######## imem_boot_loader ########
Fig. 1: imem_boot_loader, the metal 1 layer
Scale bar: 20 um.
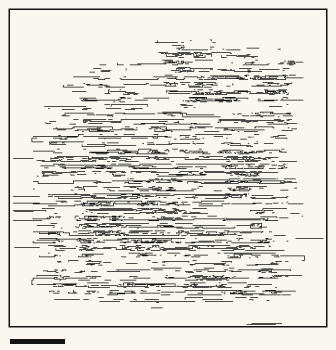
Fig. 2: imem_boot_loader, the metal 2 layer
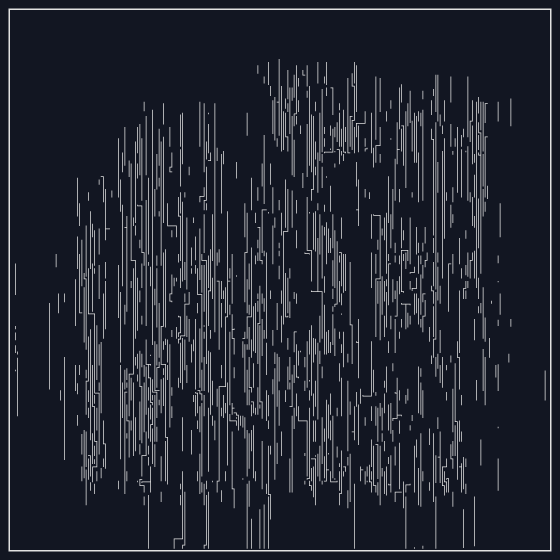
## src/rtl/imem_boot_loader.sv

```systemverilog
// imem_boot_loader
//   Fills the byte-wide instruction memory from a serial byte stream at boot
//   and keeps the CPU stalled until a complete, checksum-verified frame has
//   been written.
//   Frame: 0xA5, 4-byte little-endian length L, L payload bytes, XOR checksum.
//
// Ports
//   clk        system clock, rising edge
//   rst        asynchronous active-high reset
//   rx_valid   rx_data holds a byte
//   rx_data    received byte
//   rx_ready   loader accepts a byte this cycle (decoded from state only)
//   mem_we     imem byte write strobe, one cycle per payload byte
//   mem_addr   imem byte address
//   mem_wdata  imem write data
//   cpu_hold   1 = CPU stalled, PC held at 0
//   load_done  frame loaded and checksum matched (sticky)
//   load_err   length, checksum or timeout error (sticky)
//
// state | meaning
// ------+------------------------------------------------------------
// SYNC  | hunting for 0xA5, other bytes dropped, no timeout
// LEN   | collecting the 4 length bytes, LSB first
// CHECK | one-cycle length range check, prepares payload counters
// DATA  | writing payload bytes to imem, folding them into the XOR
// CSUM  | comparing the checksum byte against the XOR accumulator
// DONE  | load complete, CPU released, terminal until reset
// ERR   | load failed, CPU held, terminal until reset

module imem_boot_loader #(
   parameter int MEM_BYTES   = 3200,
   parameter int ADDR_W      = 12,
   parameter int TIMEOUT_CYC = 1000000
) (
   input  logic              clk,
   input  logic              rst,
   input  logic              rx_valid,
   input  logic [7:0]        rx_data,
   output logic              rx_ready,
   output logic              mem_we,
   output logic [ADDR_W-1:0] mem_addr,
   output logic [7:0]        mem_wdata,
   output logic              cpu_hold,
   output logic              load_done,
   output logic              load_err
);

   localparam int REM_W = $clog2(MEM_BYTES + 1);
   localparam int TMR_W = $clog2(TIMEOUT_CYC + 1);
   localparam logic [TMR_W-1:0] TMR_LOAD = TMR_W'(TIMEOUT_CYC - 1);
   localparam logic [31:0]      MAX_LEN  = 32'(MEM_BYTES);
   localparam logic [7:0]       SYNC_BYTE = 8'hA5;

   typedef enum logic [2:0] {
      S_SYNC, S_LEN, S_CHECK, S_DATA, S_CSUM, S_DONE, S_ERR
   } state_t;

   state_t            state;
   logic [31:0]       len;
   logic [1:0]        len_cnt;
   logic [REM_W-1:0]  rem;
   logic [ADDR_W-1:0] addr_cnt;
   logic [7:0]        acc;
   logic [TMR_W-1:0]  tmr;
   logic              accept;
   logic              timed;

   assign rx_ready = (state == S_SYNC) || (state == S_LEN) ||
                     (state == S_DATA) || (state == S_CSUM);
   assign accept   = rx_valid & rx_ready;
   assign timed    = (state == S_LEN) || (state == S_DATA) || (state == S_CSUM);

   // tmr is a down-counter reloaded on every accepted byte; an idle cycle
   // that finds it at zero is the TIMEOUT_CYC-th consecutive idle cycle.
   always_ff @(posedge clk or posedge rst) begin
      if (rst) begin
         state     <= S_SYNC;
         len       <= '0;
         len_cnt   <= '0;
         rem       <= '0;
         addr_cnt  <= '0;
         acc       <= '0;
         tmr       <= TMR_LOAD;
         mem_we    <= 1'b0;
         mem_addr  <= '0;
         mem_wdata <= '0;
         cpu_hold  <= 1'b1;
         load_done <= 1'b0;
         load_err  <= 1'b0;
      end else begin
         mem_we <= 1'b0;

         if (accept)
            tmr <= TMR_LOAD;
         else if (timed && (tmr != '0))
            tmr <= tmr - TMR_W'(1);

         case (state)
            S_SYNC: begin
               if (accept && (rx_data == SYNC_BYTE)) begin
                  len_cnt <= '0;
                  state   <= S_LEN;
               end
            end
            S_LEN: begin
               if (accept) begin
                  len     <= {rx_data, len[31:8]};
                  len_cnt <= len_cnt + 2'd1;
                  if (len_cnt == 2'd3)
                     state <= S_CHECK;
               end else if (tmr == '0) begin
                  load_err <= 1'b1;
                  state    <= S_ERR;
               end
            end
            S_CHECK: begin
               if ((len == '0) || (len > MAX_LEN)) begin
                  load_err <= 1'b1;
                  state    <= S_ERR;
               end else begin
                  // len fits in REM_W bits once the range check has passed
                  rem      <= len[REM_W-1:0];
                  addr_cnt <= '0;
                  acc      <= '0;
                  state    <= S_DATA;
               end
            end
            S_DATA: begin
               if (accept) begin
                  mem_we    <= 1'b1;
                  mem_addr  <= addr_cnt;
                  mem_wdata <= rx_data;
                  addr_cnt  <= addr_cnt + ADDR_W'(1);
                  acc       <= acc ^ rx_data;
                  rem       <= rem - REM_W'(1);
                  if (rem == REM_W'(1))
                     state <= S_CSUM;
               end else if (tmr == '0) begin
                  load_err <= 1'b1;
                  state    <= S_ERR;
               end
            end
            S_CSUM: begin
               if (accept) begin
                  if (rx_data == acc) begin
                     cpu_hold  <= 1'b0;
                     load_done <= 1'b1;
                     state     <= S_DONE;
                  end else begin
                     load_err <= 1'b1;
                     state    <= S_ERR;
                  end
               end else if (tmr == '0) begin
                  load_err <= 1'b1;
                  state    <= S_ERR;
               end
            end
            S_DONE: state <= S_DONE;
            S_ERR:  state <= S_ERR;
            default: begin
               load_err <= 1'b1;
               state    <= S_ERR;
            end
         endcase
      end
   end

endmodule

```

## config.mk

```make
export PLATFORM = sky130hd
export DESIGN_NAME = imem_boot_loader
export DESIGN_NICKNAME = d
export VERILOG_FILES = /design/src/rtl/imem_boot_loader.sv
export SDC_FILE = /design/constraint.sdc
export NUM_CORES = 1
export LEC_CHECK = 0
export CAP_MARGIN = 20
export CORE_MARGIN = 8
export CORE_UTILIZATION = 55
export DETAILED_ROUTE_END_ITERATION = 12
export MAX_ROUTING_LAYER = met4
export PLACE_DENSITY = 0.73
export SLEW_MARGIN = 15
export SYNTH_ARGS = -nofsm -noshare
export SYNTH_HDL_FRONTEND = slang
export SYNTH_SLANG_ARGS = --single-unit
```

## constraint.sdc

```tcl
create_clock -name clk -period 9.9 [get_ports clk]
set_input_delay 1.98 -clock clk [delete_from_list [all_inputs] [get_ports clk]]
set_output_delay 1.98 -clock clk [all_outputs]
set_load 0.02 [all_outputs]
```

==> GITHUB_STEP_SUMMARY <==
## PnR job results

| Metric | Value |
|---|---|
| R2R Setup Slk | `5.58 ns` |
| Reported clock group power | `621 uW` |
| Mapped Nets | `551` |
| Post-synth ARST share | `1.00` |
| Port Buf Inserts | `35` |
| Die height | `116 um` |
| DIE AREA | `0.0134 mm2` |
| Cell Area, Synth | `0.00548 mm2` |
| Total chip power | `1.16 mW` |
| Initial antenna violation count | `0` |
| Synth unique cells | `60` |
| Starting Density | `0.563` |
| FF-to-FF path depth | `8` |
| Dominant register cell | `dfrtp_1` |
| Slew at the pin closest to its max-slew limit | `1.06 ns` |
| R2r startpoint | `state[0]$_DFFE_PP0P_` |
| Worst Hold Launch | `load_done$_DFFE_PP0P_` |
| Remaining global-route overflow | `0` |
| CP endpoint kind | `flip-flop` |
| Leak Pwr | `2.93 nW` |
| Fraction of standard cell area that is sequential | `0.437` |
| Nets | `582` |
| Slew margin rel. | `0.295` |
| Status | `completed` |
| Iter 0 DRT Violations | `309` |
| Ports | `36` |
| Period utilization | `0.507` |
| Comb power frac | `0.047` |
| CP Max Fanout | `32` |
| Crit Reg-Reg Endpoint | `addr_cnt[8]$_DFFE_PP0P_` |
| Most frequent logic cell in the layout | `nand2_1` |
| DP Wirelength | `7.79 mm` |
| CORE AREA | `0.00973 mm2` |
| Fillers | `784` |
| Final instance area | `0.00651 mm2` |
| DR vias | `4064` |
| Wirelength, routed | `11.8 mm` |
| DRC violations left | `0` |
| Non-filler instance count after layout | `712` |
| Final Hold Vio Count | `0` |
| Pre-Repair DR Iteration Count | `4` |
| Kind of critical path | `in -> reg` |
| Largest net degree at the start of global routing | `65` |
| Worst-path clk slew | `0.06 ns` |
| Area growth, synth to finish | `18.8%` |
| Max clock buf depth | `2` |
| Site row count | `36` |
Notes on Fig. 1 above:
wire length on this layer	5410 um
longest straight run	30.8 um
share of all routed wire	46%

Notes on Fig. 2 above:
wire length on this layer	5580 um
longest straight run	50.3 um
nets with wire on the layer	495
main direction	vertical

[synthesized netlist by cell type, drive strengths merged, types with 4 or more instances]
cell / n / area share
nand2: 107 / 0.073
dfstp: 13 / 0.062
a21oi: 14 / 0.013
nor2: 37 / 0.027
buf: 11 / 0.012
ha: 5 / 0.011
o22ai: 5 / 0.0057
xor2: 12 / 0.019
or4: 4 / 0.0062
and3: 7 / 0.0080
clkbuf: 14 / 0.0096
a31oi: 4 / 0.0046
or3: 11 / 0.013
dfrtp: 100 / 0.46
nor3: 14 / 0.015
a22o: 8 / 0.013
o21ai: 15 / 0.014
inv: 16 / 0.011
a2bb2oi: 4 / 0.0064
nand3: 11 / 0.010
nand4: 6 / 0.0069
nor4: 12 / 0.015
o221ai: 6 / 0.0096
o211ai: 4 / 0.0055
xnor2: 21 / 0.034
mux2: 33 / 0.068
mux2i: 10 / 0.018
[worst max-delay path, cell delays in order]
cell and delay [ns]:
clkdlybuf4s50_1 0.85, nand2_1 0.78, inv_2 0.75, nand2_1 0.16, or3_1 0.40, or3_1 0.33, a21oi_1 0.16

######## glb_bank_ctrl_mc ########
Fig. 3: glb_bank_ctrl_mc, the metal 1 layer
Scale bar: 100 um.
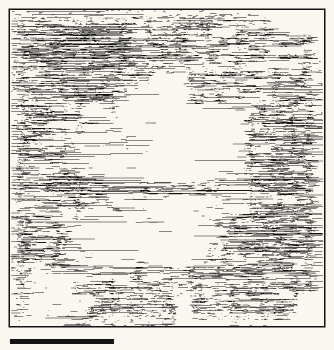
Fig. 4: glb_bank_ctrl_mc, the metal 2 layer
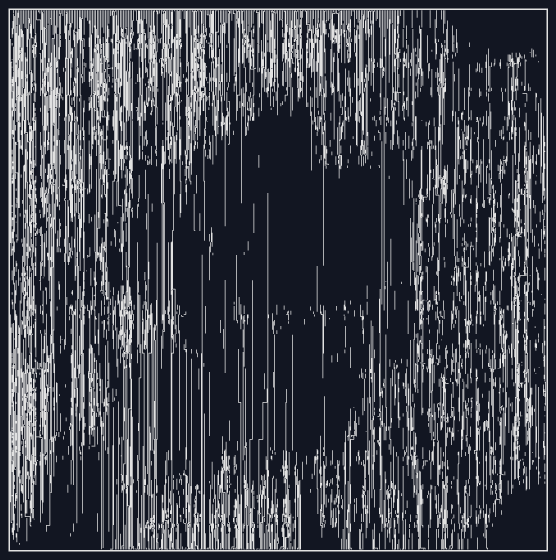
--- src/rtl/glb_bank_ctrl_mc.sv ---
// Multi-channel global-buffer bank controller.
// Arbitrates one host config port and NUM_CH packet channels onto a single-port
// bank memory, tracks reads through an RD_LAT-deep pipeline and steers each
// read response back to the port that issued it.
//
// Request/grant semantics (all ports): a request (wr_en or rd_en) is accepted
// in the cycle it is high only if it wins arbitration. Config requests are
// always accepted; a packet request is accepted only when packet_gnt[ch] is
// high in the same cycle. A request that is not granted must be held until it
// is. Priority: cfg write > cfg read > packet (round-robin across channels,
// write beats read inside a channel).
module glb_bank_ctrl_mc #(
   parameter int NUM_CH          = 2,
   parameter int BANK_ADDR_WIDTH = 17,
   parameter int BANK_DATA_WIDTH = 64,
   parameter int CFG_DATA_WIDTH  = 32,
   parameter int RD_LAT          = 3
) (
   input  logic                                 clk,
   input  logic                                 reset,
   input  logic [NUM_CH-1:0]                    packet_wr_en,
   input  logic [NUM_CH*BANK_ADDR_WIDTH-1:0]    packet_wr_addr,
   input  logic [NUM_CH*BANK_DATA_WIDTH-1:0]    packet_wr_data,
   input  logic [NUM_CH*BANK_DATA_WIDTH-1:0]    packet_wr_data_bit_sel,
   input  logic [NUM_CH-1:0]                    packet_rd_en,
   input  logic [NUM_CH*BANK_ADDR_WIDTH-1:0]    packet_rd_addr,
   output logic [NUM_CH-1:0]                    packet_gnt,
   output logic [NUM_CH*BANK_DATA_WIDTH-1:0]    packet_rd_data,
   output logic [NUM_CH-1:0]                    packet_rd_data_valid,
   input  logic                                 sram_cfg_wr_en,
   input  logic [BANK_ADDR_WIDTH-1:0]           sram_cfg_wr_addr,
   input  logic [CFG_DATA_WIDTH-1:0]            sram_cfg_wr_data,
   input  logic                                 sram_cfg_rd_en,
   input  logic [BANK_ADDR_WIDTH-1:0]           sram_cfg_rd_addr,
   output logic [CFG_DATA_WIDTH-1:0]            sram_cfg_rd_data,
   output logic                                 sram_cfg_rd_data_valid,
   output logic                                 mem_rd_en,
   output logic                                 mem_wr_en,
   output logic [BANK_ADDR_WIDTH-1:0]           mem_addr,
   output logic [BANK_DATA_WIDTH-1:0]           mem_data_in,
   output logic [BANK_DATA_WIDTH-1:0]           mem_data_in_bit_sel,
   input  logic [BANK_DATA_WIDTH-1:0]           mem_data_out
);

   localparam int AW     = BANK_ADDR_WIDTH;
   localparam int DW     = BANK_DATA_WIDTH;
   localparam int CW     = CFG_DATA_WIDTH;
   localparam int NW     = DW / CW;
   localparam int IDX_W  = (NW > 1) ? $clog2(NW) : 1;
   localparam int IDX_LO = $clog2(CW / 8);
   localparam int CH_W   = (NUM_CH > 1) ? $clog2(NUM_CH) : 1;
   localparam int TAIL   = RD_LAT - 1;

   logic [NUM_CH-1:0] pkt_req;
   logic              gnt_found;
   logic [CH_W-1:0]   gnt_ch;
   logic [CH_W-1:0]   ptr_q, ptr_d;
   logic [IDX_W-1:0]  cfg_wr_idx, cfg_rd_idx;
   logic              push_cfg;
   logic [CH_W-1:0]   push_ch;
   logic [IDX_W-1:0]  push_idx;

   // Read-tracking pipeline, entry 0 is the newest, TAIL lines up with mem_data_out.
   logic              pv_q   [RD_LAT];
   logic              pcfg_q [RD_LAT];
   logic [CH_W-1:0]   pch_q  [RD_LAT];
   logic [IDX_W-1:0]  pidx_q [RD_LAT];

   logic [CW-1:0]        cfg_slice;
   logic [CW-1:0]        cfg_held_q;
   logic [NUM_CH*DW-1:0] pkt_held_q;

   // Config word index inside the bank word; empty field when one word fits.
   generate
      if (NW > 1) begin : g_idx
         assign cfg_wr_idx = sram_cfg_wr_addr[IDX_LO +: IDX_W];
         assign cfg_rd_idx = sram_cfg_rd_addr[IDX_LO +: IDX_W];
      end else begin : g_no_idx
         assign cfg_wr_idx = '0;
         assign cfg_rd_idx = '0;
      end
   endgenerate

   function automatic logic [CH_W-1:0] rr_pick(input logic [CH_W-1:0] base, input int off);
      int s;
      s = int'(base) + off;
      if (s >= NUM_CH) s = s - NUM_CH;
      return CH_W'(s);
   endfunction

   // Round-robin search starting at the pointer for the first requesting channel.
   always_comb begin
      pkt_req   = packet_wr_en | packet_rd_en;
      gnt_found = 1'b0;
      gnt_ch    = '0;
      for (int i = 0; i < NUM_CH; i++) begin
         if (!gnt_found && pkt_req[rr_pick(ptr_q, i)]) begin
            gnt_found = 1'b1;
            gnt_ch    = rr_pick(ptr_q, i);
         end
      end
   end

   // Select the single memory access for this cycle and describe the read to track.
   always_comb begin
      mem_wr_en           = 1'b0;
      mem_rd_en           = 1'b0;
      mem_addr            = '0;
      mem_data_in         = '0;
      mem_data_in_bit_sel = '0;
      packet_gnt          = '0;
      push_cfg            = 1'b0;
      push_ch             = '0;
      push_idx            = '0;
      ptr_d               = ptr_q;
      if (sram_cfg_wr_en) begin
         mem_wr_en = 1'b1;
         mem_addr  = sram_cfg_wr_addr;
         for (int w = 0; w < NW; w++) begin
            if (cfg_wr_idx == IDX_W'(w)) begin
               mem_data_in[w*CW +: CW]         = sram_cfg_wr_data;
               mem_data_in_bit_sel[w*CW +: CW] = '1;
            end
         end
      end else if (sram_cfg_rd_en) begin
         mem_rd_en = 1'b1;
         mem_addr  = sram_cfg_rd_addr;
         push_cfg  = 1'b1;
         push_idx  = cfg_rd_idx;
      end else if (gnt_found) begin
         packet_gnt[gnt_ch] = 1'b1;
         ptr_d = (int'(gnt_ch) == NUM_CH - 1) ? '0 : gnt_ch + 1'b1;
         if (packet_wr_en[gnt_ch]) begin
            mem_wr_en           = 1'b1;
            mem_addr            = packet_wr_addr[gnt_ch*AW +: AW];
            mem_data_in         = packet_wr_data[gnt_ch*DW +: DW];
            mem_data_in_bit_sel = packet_wr_data_bit_sel[gnt_ch*DW +: DW];
         end else begin
            mem_rd_en = 1'b1;
            mem_addr  = packet_rd_addr[gnt_ch*AW +: AW];
            push_ch   = gnt_ch;
         end
      end
   end

   // Round-robin pointer moves past the channel that was just served.
   always_ff @(posedge clk) begin
      if (reset) ptr_q <= '0;
      else       ptr_q <= ptr_d;
   end

   // Shift the read descriptor along with the memory latency; reset drops in-flight reads.
   always_ff @(posedge clk) begin
      if (reset) begin
         for (int i = 0; i < RD_LAT; i++) begin
            pv_q[i]   <= 1'b0;
            pcfg_q[i] <= 1'b0;
            pch_q[i]  <= '0;
            pidx_q[i] <= '0;
         end
      end else begin
         pv_q[0]   <= mem_rd_en;
         pcfg_q[0] <= push_cfg;
         pch_q[0]  <= push_ch;
         pidx_q[0] <= push_idx;
         for (int i = 1; i < RD_LAT; i++) begin
            pv_q[i]   <= pv_q[i-1];
            pcfg_q[i] <= pcfg_q[i-1];
            pch_q[i]  <= pch_q[i-1];
            pidx_q[i] <= pidx_q[i-1];
         end
      end
   end

   // Steer the returning word to its requester; otherwise show the last delivered value.
   always_comb begin
      cfg_slice            = '0;
      packet_rd_data_valid = '0;
      packet_rd_data       = '0;
      for (int w = 0; w < NW; w++) begin
         if (pidx_q[TAIL] == IDX_W'(w)) cfg_slice = mem_data_out[w*CW +: CW];
      end
      sram_cfg_rd_data_valid = pv_q[TAIL] & pcfg_q[TAIL];
      sram_cfg_rd_data       = sram_cfg_rd_data_valid ? cfg_slice : cfg_held_q;
      for (int c = 0; c < NUM_CH; c++) begin
         packet_rd_data_valid[c] = pv_q[TAIL] & ~pcfg_q[TAIL] & (pch_q[TAIL] == CH_W'(c));
         packet_rd_data[c*DW +: DW] = packet_rd_data_valid[c] ? mem_data_out
                                                              : pkt_held_q[c*DW +: DW];
      end
   end

   // Capture each delivered response so it stays visible until the next one.
   always_ff @(posedge clk) begin
      if (reset) begin
         cfg_held_q <= '0;
         pkt_held_q <= '0;
      end else begin
         if (sram_cfg_rd_data_valid) cfg_held_q <= cfg_slice;
         for (int c = 0; c < NUM_CH; c++) begin
            if (packet_rd_data_valid[c]) pkt_held_q[c*DW +: DW] <= mem_data_out;
         end
      end
   end

endmodule

--- config.mk ---
export PLATFORM = sky130hd
export DESIGN_NAME = glb_bank_ctrl_mc
export DESIGN_NICKNAME = d
export VERILOG_FILES = /design/src/rtl/glb_bank_ctrl_mc.sv
export SDC_FILE = /design/constraint.sdc
export NUM_CORES = 1
export LEC_CHECK = 0
export ABC_AREA = 1
export CAP_MARGIN = 20
export CORE_AREA = 2 2 299 301
export CTS_CLUSTER_SIZE = 12
export DETAILED_ROUTE_END_ITERATION = 8
export DIE_AREA = 0 0 301 303
export HOLD_SLACK_MARGIN = 0.08
export PLACE_DENSITY = 0.37
export SLEW_MARGIN = 20
export SYNTH_ARGS = -nofsm -noshare
export SYNTH_HDL_FRONTEND = slang
export SYNTH_SLANG_ARGS = --single-unit
--- constraint.sdc ---
create_clock -name clk -period 2.5 [get_ports clk]
set_input_delay 0.5 -clock clk [delete_from_list [all_inputs] [get_ports clk]]
set_output_delay 0.5 -clock clk [all_outputs]
set_load 0.01 [all_outputs]
==> GITHUB_STEP_SUMMARY <==
## PnR job results

| Metric | Value |
|---|---|
| Hold Crit Class | `reg -> reg` |
| Final setup violation count | `149` |
| Synth Instances | `2026` |
| Failing checks | `negative setup slack` |
| Crit Reg-Reg Endpoint | `pkt_held_q[64]$_SDFF_PP0_` |
| Status | `finished, violations left` |
| Crit. Startpoint | `packet_rd_en[0]` |
| Aoi share | `0.290` |
| Top Layout Cells | `457 x clkdlybuf4s50_1, 300 x nand2_1, 280 x inv_1, 274 x buf_4, 168 x dfxtp_1` |
| Post-synth seq share | `0.270` |
| Xor+xnor area frac | `0` |
| Util after Layout | `0.317` |
| Final worst slack | `-0.310 ns` |
| Starting Density | `0.146` |
| CP Data Required Time | `2.00 ns` |
| Met2 GRT Util | `0.367` |
| Max Clock Freq | `0.356 GHz` |
| Clk cell area share | `0.0213` |
| M3 GR Usage | `0.0473` |
| Worst-path clk slew | `0.07 ns` |
| Peak supply drop | `0.382 mV` |
Notes on Fig. 3 above:
nets with wire on the layer	3220
wire length on this layer	36.0 mm
longest straight run	107 um

Notes on Fig. 4 above:
longest straight run	180 um
wire length on this layer	49.8 mm

## per-layer routing
layer	part of all wire	wire length, um
met1	0.38	36000
met2	0.53	49800
met3	0.066	6260
met4	0.022	2090
met5	0.00073	69
## critical path: cells and delay by family
| kind | cells | cell delay [ns] |
|---|---|---|
| buffers and inverters | 9 | 1.19 |
| AND/OR/NAND/NOR | 3 | 0.18 |
| AND-OR/OR-AND | 2 | 0.42 |
## through the flow
stage	std cells	area (um2)	setup TNS [ns]
4_1_cts	4228	26400	-33.65
6_report	4267	27800	-27.60
3_3_place_gp	4050	23700	-117.84
5_1_grt	4266	27800	-43.51
2_1_floorplan	2026	12800	0
3_5_place_dp	4050	23700	-119.10
## power breakdown
part	total, mW	switching [mW]	internal [mW]	leakage (nW)
combinational	4.27	2.07	2.20	11.4
clock	2.76	1.41	1.35	0.289
sequential	2.80	0.00897	2.79	1.40
total	9.83	3.49	6.34	13.1
## cells by family (layout without fill, tap and decap cells)
group / Yosys count / after routing
buf+inv: 539 / 1605
compound gates: 536 / 536
flops: 173 / 173
other cells: 0 / 8
simple gates: 778 / 780

######## rans_decoder ########
[config.mk]
export PLATFORM = sky130hd
export DESIGN_NAME = rans_decoder
export DESIGN_NICKNAME = d
export VERILOG_FILES = /design/src/rtl/rans_decoder.sv
export SDC_FILE = /design/constraint.sdc
export NUM_CORES = 2
export LEC_CHECK = 0
export ABC_AREA = 1
export CAP_MARGIN = 5
export CORE_ASPECT_RATIO = 0.75
export CORE_MARGIN = 10
export CORE_UTILIZATION = 54
export DETAILED_ROUTE_END_ITERATION = 6
export PLACE_DENSITY = 0.71
export SETUP_SLACK_MARGIN = 0.15
export SYNTH_ARGS = -nofsm -noshare
export SYNTH_HDL_FRONTEND = slang
export SYNTH_SLANG_ARGS = --single-unit
[constraint.sdc]
create_clock -name clk -period 11.44 [get_ports clk]
set_input_delay 2.288 -clock clk [delete_from_list [all_inputs] [get_ports clk]]
set_output_delay 2.288 -clock clk [all_outputs]
set_load 0.01 [all_outputs]
[src/rtl/rans_decoder.sv]
// Streaming rANS decoder: loads the initial state, then decodes symbols with word renormalisation.
// Optional define RANS_DEC_FINAL_CHECK_EN flags an error when the final state is not L.
//
// state   | meaning
// IDLE    | waiting for start; tables writable
// LOAD    | shifting in the initial state words
// DECODE  | table lookup and next-state computation
// EMIT    | presenting sym_out until accepted
// RENORM  | shifting words in while the state is below L
// FIN     | done pulse
// ERR     | error raised, job aborted
module rans_decoder #(
    parameter int SYMBOL_WIDTH = 4,
    parameter int NUM_SYMBOLS  = 16,
    parameter int LOG_M        = 10,
    parameter int STATE_WIDTH  = 32,
    parameter int IO_WIDTH     = 8,
    parameter int COUNT_WIDTH  = 16
) (
    input  logic                    clk,
    input  logic                    rst_n,
    input  logic                    config_en,
    input  logic [SYMBOL_WIDTH-1:0] config_select,
    input  logic [LOG_M:0]          config_freq,
    input  logic [LOG_M-1:0]        config_cumul,
    input  logic                    start,
    input  logic [COUNT_WIDTH-1:0]  num_syms,
    input  logic [IO_WIDTH-1:0]     in_data,
    input  logic                    in_valid,
    output logic                    in_ready,
    output logic [SYMBOL_WIDTH-1:0] sym_out,
    output logic                    sym_valid,
    input  logic                    sym_ready,
    output logic [STATE_WIDTH-1:0]  state_out,
    output logic                    busy,
    output logic                    done,
    output logic                    error
);
    localparam int NWORDS = STATE_WIDTH / IO_WIDTH;
    localparam int WCNT_W = $clog2(NWORDS + 1);
    localparam logic [STATE_WIDTH-1:0] L_BOUND = STATE_WIDTH'(1) << (STATE_WIDTH - IO_WIDTH);

    typedef enum logic [2:0] {
        S_IDLE, S_LOAD, S_DECODE, S_EMIT, S_RENORM, S_FIN, S_ERR
    } fsm_t;

    fsm_t                    fsm_q, fsm_d;
    logic [STATE_WIDTH-1:0]  rans_q, rans_d;
    logic [STATE_WIDTH-1:0]  next_q, next_d;
    logic [SYMBOL_WIDTH-1:0] sym_q, sym_d;
    logic [COUNT_WIDTH-1:0]  rem_q, rem_d;
    logic [WCNT_W-1:0]       wcnt_q, wcnt_d;
    logic                    err_q, err_d;
    logic [LOG_M:0]          freq_q  [NUM_SYMBOLS];
    logic [LOG_M:0]          freq_d  [NUM_SYMBOLS];
    logic [LOG_M-1:0]        cumul_q [NUM_SYMBOLS];
    logic [LOG_M-1:0]        cumul_d [NUM_SYMBOLS];

    logic [LOG_M-1:0]        slot;
    logic                    hit;
    logic [SYMBOL_WIDTH-1:0] hit_idx;
    logic [STATE_WIDTH-1:0]  dec_next;
    logic [STATE_WIDTH-1:0]  shifted;
    logic [COUNT_WIDTH-1:0]  rem_dec;

    assign slot    = rans_q[LOG_M-1:0];
    assign shifted = {rans_q[STATE_WIDTH-IO_WIDTH-1:0], in_data};
    assign rem_dec = rem_q - COUNT_WIDTH'(1);

    // Descending scan so the lowest matching index is the one that sticks.
    always_comb begin
        hit     = 1'b0;
        hit_idx = '0;
        for (int i = NUM_SYMBOLS - 1; i >= 0; i--) begin
            if (freq_q[i] != '0 &&
                {2'b00, cumul_q[i]} <= {2'b00, slot} &&
                {2'b00, slot} < ({2'b00, cumul_q[i]} + {1'b0, freq_q[i]})) begin
                hit     = 1'b1;
                hit_idx = SYMBOL_WIDTH'(i);
            end
        end
        dec_next = STATE_WIDTH'(freq_q[hit_idx]) * (rans_q >> LOG_M)
                 + STATE_WIDTH'(slot) - STATE_WIDTH'(cumul_q[hit_idx]);
    end

    always_comb begin
        fsm_d   = fsm_q;
        rans_d  = rans_q;
        next_d  = next_q;
        sym_d   = sym_q;
        rem_d   = rem_q;
        wcnt_d  = wcnt_q;
        err_d   = err_q;
        freq_d  = freq_q;
        cumul_d = cumul_q;
        case (fsm_q)
            S_IDLE: begin
                if (config_en) begin
                    freq_d[config_select]  = config_freq;
                    cumul_d[config_select] = config_cumul;
                end
                if (start) begin
                    fsm_d  = S_LOAD;
                    rem_d  = num_syms;
                    err_d  = 1'b0;
                    wcnt_d = WCNT_W'(NWORDS - 1);
                end
            end
            S_LOAD: begin
                if (in_valid) begin
                    rans_d = shifted;
                    wcnt_d = wcnt_q - WCNT_W'(1);
                    if (wcnt_q == '0) begin
                        if (shifted < L_BOUND) begin
                            fsm_d = S_ERR;
                            err_d = 1'b1;
                        end else begin
                            fsm_d = (rem_q == '0) ? S_FIN : S_DECODE;
                        end
                    end
                end
            end
            S_DECODE: begin
                if (hit) begin
                    sym_d  = hit_idx;
                    next_d = dec_next;
                    fsm_d  = S_EMIT;
                end else begin
                    fsm_d = S_ERR;
                    err_d = 1'b1;
                end
            end
            S_EMIT: begin
                if (sym_ready) begin
                    rans_d = next_q;
                    rem_d  = rem_dec;
                    if (next_q < L_BOUND)  fsm_d = S_RENORM;
                    else if (rem_dec == '0) fsm_d = S_FIN;
                    else                    fsm_d = S_DECODE;
                end
            end
            S_RENORM: begin
                if (in_valid) begin
                    rans_d = shifted;
                    if (shifted >= L_BOUND)
                        fsm_d = (rem_q == '0) ? S_FIN : S_DECODE;
                end
            end
            S_FIN: begin
                fsm_d = S_IDLE;
`ifdef RANS_DEC_FINAL_CHECK_EN
                if (rans_q != L_BOUND) err_d = 1'b1;
`endif
            end
            default: fsm_d = S_IDLE;
        endcase
    end

    always_ff @(posedge clk) begin
        if (!rst_n) begin
            fsm_q  <= S_IDLE;
            rans_q <= '0;
            next_q <= '0;
            sym_q  <= '0;
            rem_q  <= '0;
            wcnt_q <= '0;
            err_q  <= 1'b0;
            for (int i = 0; i < NUM_SYMBOLS; i++) begin
                freq_q[i]  <= '0;
                cumul_q[i] <= '0;
            end
        end else begin
            fsm_q   <= fsm_d;
            rans_q  <= rans_d;
            next_q  <= next_d;
            sym_q   <= sym_d;
            rem_q   <= rem_d;
            wcnt_q  <= wcnt_d;
            err_q   <= err_d;
            freq_q  <= freq_d;
            cumul_q <= cumul_d;
        end
    end

    assign in_ready  = (fsm_q == S_LOAD) || (fsm_q == S_RENORM);
    assign sym_valid = (fsm_q == S_EMIT);
    assign busy      = (fsm_q == S_LOAD) || (fsm_q == S_DECODE) ||
                       (fsm_q == S_EMIT) || (fsm_q == S_RENORM);
    assign done      = (fsm_q == S_FIN);
    assign sym_out   = sym_q;
    assign state_out = rans_q;
`ifdef RANS_DEC_FINAL_CHECK_EN
    assign error = err_q | ((fsm_q == S_FIN) && (rans_q != L_BOUND));
`else
    assign error = err_q;
`endif

endmodule

Fig. 5: rans_decoder, the metal 1 layer
Scale bar: 100 um.
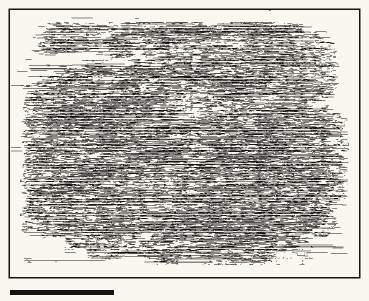
share of all routed wire	42%
nets with wire on the layer	5930
main direction	horizontal
wire length on this layer	62.8 mm

Fig. 6: rans_decoder, the metal 2 layer
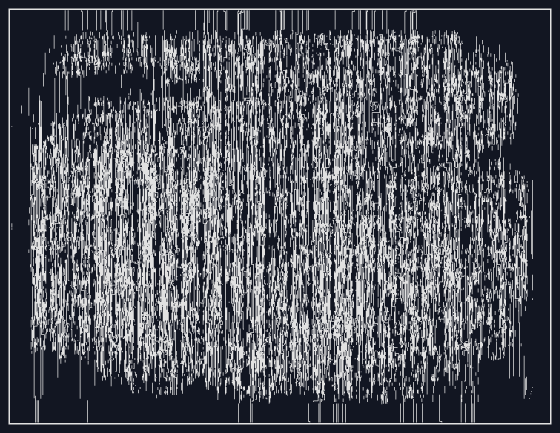
wire length on this layer	59.7 mm
main direction	vertical
nets with wire on the layer	4900
longest straight run	95.9 um

==> GITHUB_STEP_SUMMARY <==
## PnR job results

| Metric | Value |
|---|---|
| RSZ-0062 raised after global routing | `no` |
| CP Max Fanout | `62` |
| GRT Util Overall | `0.337` |
| Final setup violation count | `0` |
| Port Buf Inserts | `95` |
| Synth Area per Inst | `7.41 um2` |
| Num CTS Buffers | `49` |
| Xor+xnor area frac | `0.0353` |
| Yosys synthesis chip area | `0.0402 mm2` |
| Mux cell area share after synthesis | `0.000249` |
| Commonest cells post-synth | `823 x nand2_1, 704 x a21oi_1, 612 x inv_1` |
| Status | `completed` |
| Worst path most repeated cell | `nand2_1` |
| Remaining global-route overflow | `0` |
| Slew margin rel. | `0.144` |
| Non-filler instance count after layout | `6431` |
| Largest net degree at the start of global routing | `236` |
Fig. 7: rans_decoder, metal 3
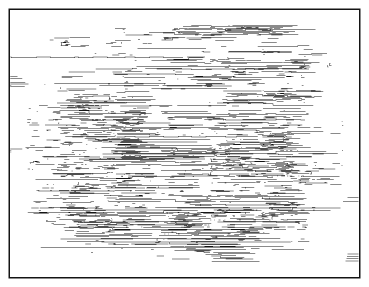
wire length on this layer	20.7 mm
longest straight run	195 um
share of all routed wire	14%

-- critical path, delay by kind of cell (launching register included) --
kind                     cells  cell delay, ns
XOR/XNOR                     2            0.32
adder cells (fa/ha/maj)      9            3.79
AND/OR/NAND/NOR             28            2.67
buffers and inverters        8            0.90
AND-OR/OR-AND               14            2.52
flip-flops                   1            0.37
-- cell type report --
type / count / area (um2) / share of cell area
Tap cell: 968 / 1210 / 0.0274
Clock inverter: 25 / 410 / 0.00929
Sequential cell: 427 / 8560 / 0.194
Multi-Input combinational cell: 4098 / 28200 / 0.639
Antenna cell: 2 / 5.00 / 0.000113
Inverter: 639 / 2420 / 0.0547
Clock buffer: 64 / 1390 / 0.0314
Timing Repair Buffer: 208 / 1950 / 0.0441
-- cell usage in the layout (no fill, tap or decap), types with 65 or more instances in the layout --
cell type / count
nand3_1: 335
o21ai_1: 80
dfxtp_1: 417
nor2_1: 276
o21ai_0: 499
fa_1: 214
clkdlybuf4s50_1: 92
nand2_1: 819
xor2_1: 97
xnor2_1: 65
inv_1: 612
ha_1: 574
buf_4: 99
a21oi_1: 699

######## truth_table_sweeper ########
## src/rtl/truth_table_sweeper.sv

```systemverilog
// Purpose : drives codes 0..15 into a 4-input function unit, captures F per code, checks it against EXPECTED.
// Latency : done pulses 16*(SETTLE_CYCLES+1) cycles after the start-accept edge; all outputs registered.
// Backpr. : none; start is accepted only in IDLE, abort cancels a sweep, results hold until the next start/abort/rst.
// Ports   : clk, rst (sync, active-high); start/abort control; abcd_out -> unit, f_in <- unit;
//           busy/done status; table_out, match, mismatch_count, first_fail(_valid) results.
`timescale 1ns/1ps
module truth_table_sweeper #(
  parameter int unsigned SETTLE_CYCLES = 0,
  parameter logic [15:0] EXPECTED      = 16'hDF03
) (
  input  logic        clk,
  input  logic        rst,
  input  logic        start,
  input  logic        abort,
  output logic [3:0]  abcd_out,
  input  logic        f_in,
  output logic        busy,
  output logic        done,
  output logic [15:0] table_out,
  output logic        match,
  output logic [4:0]  mismatch_count,
  output logic [3:0]  first_fail,
  output logic        first_fail_valid
);

  localparam logic [3:0] SETTLE = 4'(SETTLE_CYCLES);

  typedef enum logic {S_IDLE, S_SWEEP} state_t;

  state_t      r_state, w_state_nxt;
  logic [3:0]  r_abcd,  w_abcd_nxt;
  logic [3:0]  r_cnt,   w_cnt_nxt;
  logic        r_busy,  w_busy_nxt;
  logic        r_done,  w_done_nxt;
  logic [15:0] r_table, w_table_nxt;
  logic        r_match, w_match_nxt;
  logic [4:0]  r_mcnt,  w_mcnt_nxt;
  logic [3:0]  r_ff,    w_ff_nxt;
  logic        r_ffv,   w_ffv_nxt;
  logic        w_miss;

  assign w_miss = f_in ^ EXPECTED[r_abcd];

  always_ff @(posedge clk) begin
    if (rst) begin
      r_state <= S_IDLE;
      r_abcd  <= '0;
      r_cnt   <= '0;
      r_busy  <= 1'b0;
      r_done  <= 1'b0;
      r_table <= '0;
      r_match <= 1'b0;
      r_mcnt  <= '0;
      r_ff    <= '0;
      r_ffv   <= 1'b0;
    end else begin
      r_state <= w_state_nxt;
      r_abcd  <= w_abcd_nxt;
      r_cnt   <= w_cnt_nxt;
      r_busy  <= w_busy_nxt;
      r_done  <= w_done_nxt;
      r_table <= w_table_nxt;
      r_match <= w_match_nxt;
      r_mcnt  <= w_mcnt_nxt;
      r_ff    <= w_ff_nxt;
      r_ffv   <= w_ffv_nxt;
    end
  end

  always_comb begin
    w_state_nxt = r_state;
    w_abcd_nxt  = r_abcd;
    w_cnt_nxt   = r_cnt;
    w_busy_nxt  = r_busy;
    w_done_nxt  = 1'b0;
    w_table_nxt = r_table;
    w_match_nxt = r_match;
    w_mcnt_nxt  = r_mcnt;
    w_ff_nxt    = r_ff;
    w_ffv_nxt   = r_ffv;

    case (r_state)
      S_IDLE: begin
        if (start) begin
          w_state_nxt = S_SWEEP;
          w_busy_nxt  = 1'b1;
          w_abcd_nxt  = '0;
          w_cnt_nxt   = '0;
          w_table_nxt = '0;
          w_match_nxt = 1'b0;
          w_mcnt_nxt  = '0;
          w_ff_nxt    = '0;
          w_ffv_nxt   = 1'b0;
        end
      end
      S_SWEEP: begin
        if (abort) begin
          // Abort wins over a sample on the same edge and wipes all results.
          w_state_nxt = S_IDLE;
          w_busy_nxt  = 1'b0;
          w_abcd_nxt  = '0;
          w_cnt_nxt   = '0;
          w_table_nxt = '0;
          w_match_nxt = 1'b0;
          w_mcnt_nxt  = '0;
          w_ff_nxt    = '0;
          w_ffv_nxt   = 1'b0;
        end else if (r_cnt != SETTLE) begin
          w_cnt_nxt = r_cnt + 4'd1;
        end else begin
          w_table_nxt[r_abcd] = f_in;
          if (w_miss) begin
            w_mcnt_nxt = r_mcnt + 5'd1;
            if (!r_ffv) begin
              w_ff_nxt  = r_abcd;
              w_ffv_nxt = 1'b1;
            end
          end
          w_cnt_nxt = '0;
          if (r_abcd == 4'd15) begin
            w_state_nxt = S_IDLE;
            w_busy_nxt  = 1'b0;
            w_done_nxt  = 1'b1;
            w_abcd_nxt  = '0;
            // Compare the table including the sample taken on this edge.
            w_match_nxt = (w_table_nxt == EXPECTED);
          end else begin
            w_abcd_nxt = r_abcd + 4'd1;
          end
        end
      end
      default: begin
        w_state_nxt = S_IDLE;
      end
    endcase
  end

  assign abcd_out         = r_abcd;
  assign busy             = r_busy;
  assign done             = r_done;
  assign table_out        = r_table;
  assign match            = r_match;
  assign mismatch_count   = r_mcnt;
  assign first_fail       = r_ff;
  assign first_fail_valid = r_ffv;

endmodule

```

## config.mk

```make
export PLATFORM = sky130hd
export DESIGN_NAME = truth_table_sweeper
export DESIGN_NICKNAME = d
export VERILOG_FILES = /design/src/rtl/truth_table_sweeper.sv
export SDC_FILE = /design/constraint.sdc
export NUM_CORES = 1
export LEC_CHECK = 0
export ABC_AREA = 1
export CAP_MARGIN = 20
export CORE_MARGIN = 2
export CORE_UTILIZATION = 35
export DETAILED_ROUTE_END_ITERATION = 8
export HOLD_SLACK_MARGIN = 0.08
export PLACE_DENSITY = 0.69
export SLEW_MARGIN = 5
export SYNTH_ARGS = -nofsm -noshare
export SYNTH_HDL_FRONTEND = slang
export SYNTH_SLANG_ARGS = --single-unit
```

## constraint.sdc

```tcl
create_clock -name clk -period 1.6 [get_ports clk]
set_clock_uncertainty 0.05 [all_clocks]
set_input_delay 0.32 -clock clk [delete_from_list [all_inputs] [get_ports clk]]
set_output_delay 0.32 -clock clk [all_outputs]
set_load 0.02 [all_outputs]
```

==> GITHUB_STEP_SUMMARY <==
## PnR job results

| Metric | Value |
|---|---|
| Status | `completed` |
| Area growth, synth to finish | `39.0%` |
| WHS Path Cells | `2` |
| Reported clock group power | `821 uW` |
| Cts hold-fix bufs | `0` |
| Multi-In Gates | `207` |
| GPL Wtd Cong | `0.870` |
| Worst-path clk slew | `0.08 ns` |
| Non-clk buf share | `0.225` |
| WP data arrival | `1.20 ns` |
| First-pass GRT wire length | `8.58 mm` |
| Share of layout cells above drive strength 1 | `0.202` |
| Fin Setup TNS | `0 ns` |
| Fillers | `588` |
| Num CTS Buffers | `5` |
| DRC violations left | `0` |
| Clock power share | `0.404` |
| Max cap viols | `0` |
| CP max-delay cell | `clkdlybuf4s50_1` |
| Tap Count | `72` |
| Critical-path cell list | `clkdlybuf4s50_1` |
| Ys cells | `289` |
| Most frequent logic cell in the layout | `nand2_1` |
| GRT Util Overall | `0.166` |
| Iter 0 DRT Violations | `114` |
| Logic area | `0.00112 mm2` |
| M1 GR Usage | `0.205` |
| H-tree levels | `2` |
| Sequential power | `986 uW` |
| WP depth | `1` |
| Aoi share | `0.136` |
| R2r startpoint | `abcd_out[0]$_SDFFE_PP0N_` |
| Synth unique cells | `26` |
| Buffers outside the clock class | `78` |
| Vias in the first global route | `1995` |
| Mapped Nets | `302` |
| CTS tree | `built` |
| Synth warn | `0` |
| Via density | `4.96` |
| Clk latency of the worst-skew pair | `0.30 ns` |
| Synth Instances | `289` |
| Max Clock Freq | `0.639 GHz` |
| Most Crowded Layer GR | `met2` |
| Startpoint types | `flip-flop` |
| Top layer in use | `met4` |
| Hold Crit Class | `reg -> reg` |
| Kind of critical path | `reg -> out` |
| CORE AREA | `0.00561 mm2` |
| Final setup violation count | `0` |
| Peak supply drop | `0.379 mV` |
| Port Buf Inserts | `37` |
| Detail-routed net length per standard cell | `11.7 um` |
| Comb area leader | `simple AND/OR/NAND/NOR gates` |
| Largest area class, layout | `multi-input combinational cells` |
| Cell Int Power | `1.53 mW` |
| DR vias | `2153` |
| Psw | `497 uW` |
| WP buf/inv | `1` |
| Max clock buf depth | `2` |
| Tmin final | `1.57 ns` |
| M3 GR Usage | `0.0333` |
| Simple-gate share of the synthesized area | `0.322` |
| DP Wirelength | `3.80 mm` |
| DR WL met2 | `2.42 mm` |
## synth_stat cells
library cell,instances,area share
nand2_1,80,0.15
buf_2,3,0.0073
xor2_1,1,0.0042
clkbuf_1,3,0.0055
o21ai_0,12,0.029
a32o_1,7,0.034
a21oi_2,1,0.0042
xor2_2,1,0.0079
o21ai_1,1,0.0024
o21bai_1,1,0.0036
inv_2,6,0.011
nor2_2,1,0.0030
inv_1,24,0.044
nand2_2,3,0.0091
nor2_1,14,0.025
ha_1,8,0.048
nor2_4,3,0.016
a21oi_1,23,0.056
dfxtp_1,39,0.38
buf_4,6,0.022
buf_6,1,0.0055
nand4_1,14,0.042
o31ai_1,1,0.0036
a211oi_1,1,0.0036
nand3_1,33,0.080
xnor2_1,2,0.0085
## through the flow
stage	instances	area [um2]	power (mW)	setup WS [ns]
final	434	2870	2.03	0.0343
after detailed placement	426	2750	1.22	-0.219
after global routing	434	2870	2.12	-0.0339
after global placement	426	2750	1.22	-0.182
after CTS	434	2830	2.05	0.0255
after floorplan	289	2070	1.13	0.0393
## sequential cells by signal (all words and copies together), names as in the netlist, named ones only
name,count
table_out,16
r_cnt,4
busy,1
first_fail_valid,1
match,1
done,1
mismatch_count,5
first_fail,4
abcd_out,4
r_state,1
Fig. 8: truth_table_sweeper, the metal 1 layer
Scale bar: 20 um.
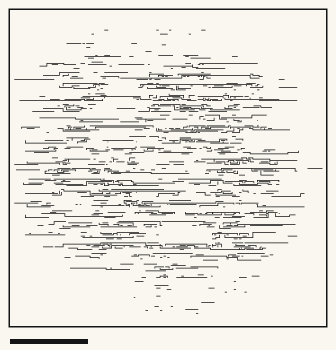
longest straight run	28.5 um
nets with wire on the layer	330
share of all routed wire	46%


######## lector_destinos ########
## config.mk

```make
export PLATFORM = sky130hd
export DESIGN_NAME = lector_destinos
export DESIGN_NICKNAME = d
export VERILOG_FILES = /design/src/rtl/lector_destinos.sv
export SDC_FILE = /design/constraint.sdc
export NUM_CORES = 1
export LEC_CHECK = 0
export CAP_MARGIN = 20
export CORE_AREA = 2 2 61 63
export CTS_CLUSTER_SIZE = 24
export DETAILED_ROUTE_END_ITERATION = 10
export DIE_AREA = 0 0 63 65
export GPL_TIMING_DRIVEN = 0
export HOLD_SLACK_MARGIN = 0.06
export PLACE_DENSITY_LB_ADDON = 0.2
export SLEW_MARGIN = 20
export SYNTH_ARGS = -nofsm -noshare
export SYNTH_HDL_FRONTEND = slang
export SYNTH_SLANG_ARGS = --single-unit
```

## constraint.sdc

```tcl
create_clock -name clk -period 2.2 [get_ports clk]
set_input_delay 0.22 -clock clk [delete_from_list [all_inputs] [get_ports clk]]
set_output_delay 0.22 -clock clk [all_outputs]
set_load 0.01 [all_outputs]
```

## src/rtl/lector_destinos.sv

```systemverilog
`default_nettype none
// ============================================================================
// Module   : lector_destinos
// Purpose  : Drains destination FIFOs D0 and D1 with weighted round-robin
//            arbitration and merges the popped words into one registered,
//            source-tagged output stream. Keeps per-destination pop counters
//            and stops reading for good once either FIFO reports an error.
// Ports    : clk, reset_L                - clock, async active-low reset
//            enable                      - reading allowed when high
//            D0_empty/D1_empty           - FIFO empty flags
//            D0_error_output/D1_...      - FIFO error flags
//            D0_data_out/D1_data_out     - FIFO read data (cycle after rd)
//            D0_rd/D1_rd                 - combinational pop requests
//            data_out/valid_out/src_out  - merged registered output stream
//            cnt_D0/cnt_D1               - wrapping pop counters
//            idle_out/active_out/error_out - one-hot state flags
// Revision : 1.0 - initial release
// ============================================================================
module lector_destinos #(
   parameter int BW      = 6,
   parameter int PESO_D0 = 3,
   parameter int PESO_D1 = 1
) (
   input  logic          clk,
   input  logic          reset_L,
   input  logic          enable,
   input  logic          D0_empty,
   input  logic          D1_empty,
   input  logic          D0_error_output,
   input  logic          D1_error_output,
   input  logic [BW-1:0] D0_data_out,
   input  logic [BW-1:0] D1_data_out,
   output logic          D0_rd,
   output logic          D1_rd,
   output logic [BW-1:0] data_out,
   output logic          valid_out,
   output logic          src_out,
   output logic [7:0]    cnt_D0,
   output logic [7:0]    cnt_D1,
   output logic          idle_out,
   output logic          active_out,
   output logic          error_out
);

   typedef enum logic [1:0] {
      IDLE   = 2'd0,
      ACTIVE = 2'd1,
      ERROR  = 2'd2
   } state_t;

   state_t       state;
   logic         cur;        // source currently holding the grant
   logic [3:0]   burst;      // consecutive pops already granted to cur
   logic         pend;       // a pop was issued last cycle; its data is on the bus now
   logic         pend_src;

   logic         any_err;
   logic         pop_ok;
   logic         cur_empty;
   logic         sel;
   logic         sel_empty;
   logic         pop;
   logic [3:0]   burst_base;
   logic [4:0]   burst_inc;
   logic [4:0]   weight;

   // Pop decision is combinational so that an empty flag raised at the
   // popping edge suppresses the very next request (no underflow).
   always_comb begin
      any_err    = D0_error_output | D1_error_output;
      pop_ok     = (state == ACTIVE) && enable && !any_err;
      cur_empty  = cur ? D1_empty : D0_empty;
      sel        = cur_empty ? ~cur : cur;
      sel_empty  = sel ? D1_empty : D0_empty;
      pop        = pop_ok && !sel_empty;
      D0_rd      = pop && !sel;
      D1_rd      = pop && sel;
      // A pop from the non-owner starts a fresh burst for that source.
      burst_base = (sel == cur) ? burst : 4'd0;
      burst_inc  = {1'b0, burst_base} + 5'd1;
      weight     = sel ? 5'(PESO_D1) : 5'(PESO_D0);
   end

   // Control FSM; errors override everything and are sticky until reset.
   always_ff @(posedge clk or negedge reset_L) begin
      if (!reset_L) begin
         state <= IDLE;
      end else if (any_err) begin
         state <= ERROR;
      end else begin
         case (state)
            IDLE:    if (enable && !(D0_empty && D1_empty)) state <= ACTIVE;
            ACTIVE:  if (!enable || (D0_empty && D1_empty)) state <= IDLE;
            ERROR:   state <= ERROR;
            default: state <= IDLE;
         endcase
      end
   end

   assign idle_out   = (state == IDLE);
   assign active_out = (state == ACTIVE);
   assign error_out  = (state == ERROR);

   // Arbiter, counters and output capture. The capture path is driven only
   // by pend, so a pop issued just before an error or disable still lands.
   always_ff @(posedge clk or negedge reset_L) begin
      if (!reset_L) begin
         cur       <= 1'b0;
         burst     <= 4'd0;
         cnt_D0    <= 8'd0;
         cnt_D1    <= 8'd0;
         pend      <= 1'b0;
         pend_src  <= 1'b0;
         data_out  <= '0;
         valid_out <= 1'b0;
         src_out   <= 1'b0;
      end else begin
         if (pop) begin
            if (sel) cnt_D1 <= cnt_D1 + 8'd1;
            else     cnt_D0 <= cnt_D0 + 8'd1;
            if (burst_inc >= weight) begin
               cur   <= ~sel;
               burst <= 4'd0;
            end else begin
               cur   <= sel;
               burst <= burst_inc[3:0];
            end
         end
         pend      <= pop;
         pend_src  <= sel;
         valid_out <= pend;
         if (pend) begin
            data_out <= pend_src ? D1_data_out : D0_data_out;
            src_out  <= pend_src;
         end
      end
   end

endmodule
`default_nettype wire

```

Fig. 9: lector_destinos, the metal 1 layer
Scale bar: 20 um.
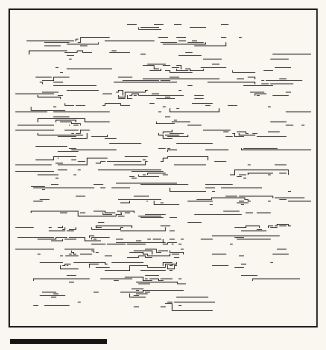
main direction	horizontal
share of all routed wire	42%
nets with wire on the layer	190

==> GITHUB_STEP_SUMMARY <==
## PnR job results

| Metric | Value |
|---|---|
| Multi-In Gates | `90` |
| Met2 GRT Util | `0.301` |
| Status | `completed` |
| Tap Count | `48` |
| Hold Crit Class | `in -> reg` |
| Register area | `827 um2` |
| Xor+xnor area frac | `0.0815` |
| CP Max Fanout | `4` |
| Ports | `48` |
| Aoi share | `0.0889` |
| Hold Path Sink | `pend_src$_DFF_PN0_` |
| DR WL met2 | `1.65 mm` |
| Site row count | `22` |
| Total chip power | `1.01 mW` |
| Detail-routed net length per standard cell | `13.7 um` |
| DR vias | `1206` |
| CORE AREA | `0.00350 mm2` |
| M1 WL | `1.39 mm` |
| Final Max Tran Viols | `0` |
| First-pass GRT wire length | `5.74 mm` |
-- worst max-delay path by stage --
stage / endpoint / start / cells after the start / slack [ns]
6_report: burst[0]$_DFFE_PN0P_ / cur$_DFFE_PN0P_ / 7 / 0.07
5_1_grt: burst[0]$_DFFE_PN0P_ / cur$_DFFE_PN0P_ / 7 / -0.03
4_1_cts: burst[0]$_DFFE_PN0P_ / cur$_DFFE_PN0P_ / 7 / 0.008
3_5_place_dp: burst[0]$_DFFE_PN0P_ / D0_empty / 8 / -0.40
3_3_place_gp: D1_rd / D1_error_output / 5 / -0.34
2_1_floorplan: cur$_DFFE_PN0P_ / cur$_DFFE_PN0P_ / 7 / 0.20
-- timing repair --
item,CTS,global route
hold buffers,1,0
setup endpoints to repair,5,4
pin swaps,1,0
resized,8,3
buffers inserted,2,3
hold endpoints to repair,33,0
-- power groups by stage --
stage | Sequential [mW] | Clock (mW) | Combinational (mW)
floorplan | 0.621 | 0 | 0.0198
global placement | 0.620 | 0 | 0.0698
detailed placement | 0.620 | 0 | 0.0706
CTS | 0.608 | 0.336 | 0.0764
global route | 0.609 | 0.371 | 0.0838
finish | 0.608 | 0.328 | 0.0769


## Gallery

The metal 4 layer.
shot_01.png
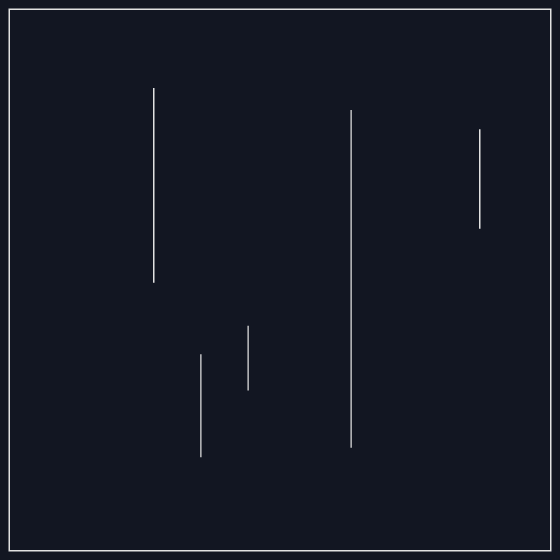
shot_02.png
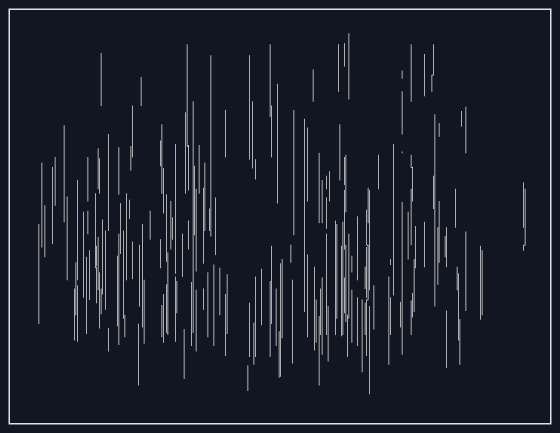
shot_03.png
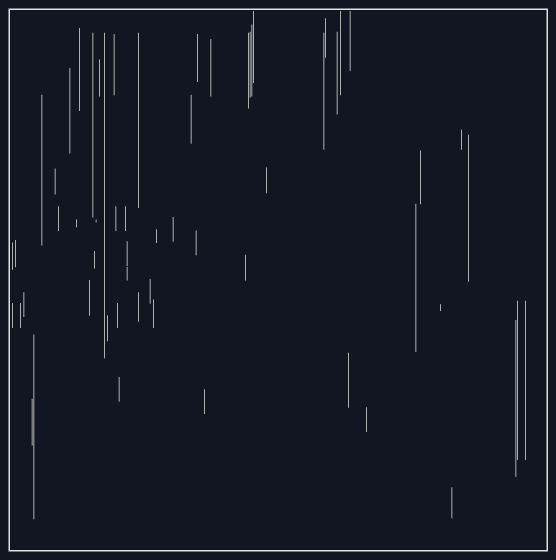
shot_03.png -> glb_bank_ctrl_mc
shot_02.png -> rans_decoder
shot_01.png -> imem_boot_loader

Key to shot_01.png:
wire length on this layer	170 um
longest straight run	72.1 um
main direction	vertical
nets with wire on the layer	4
share of all routed wire	1.4%

Power figures rest on the tool's default switching activity, not on a simulated workload.
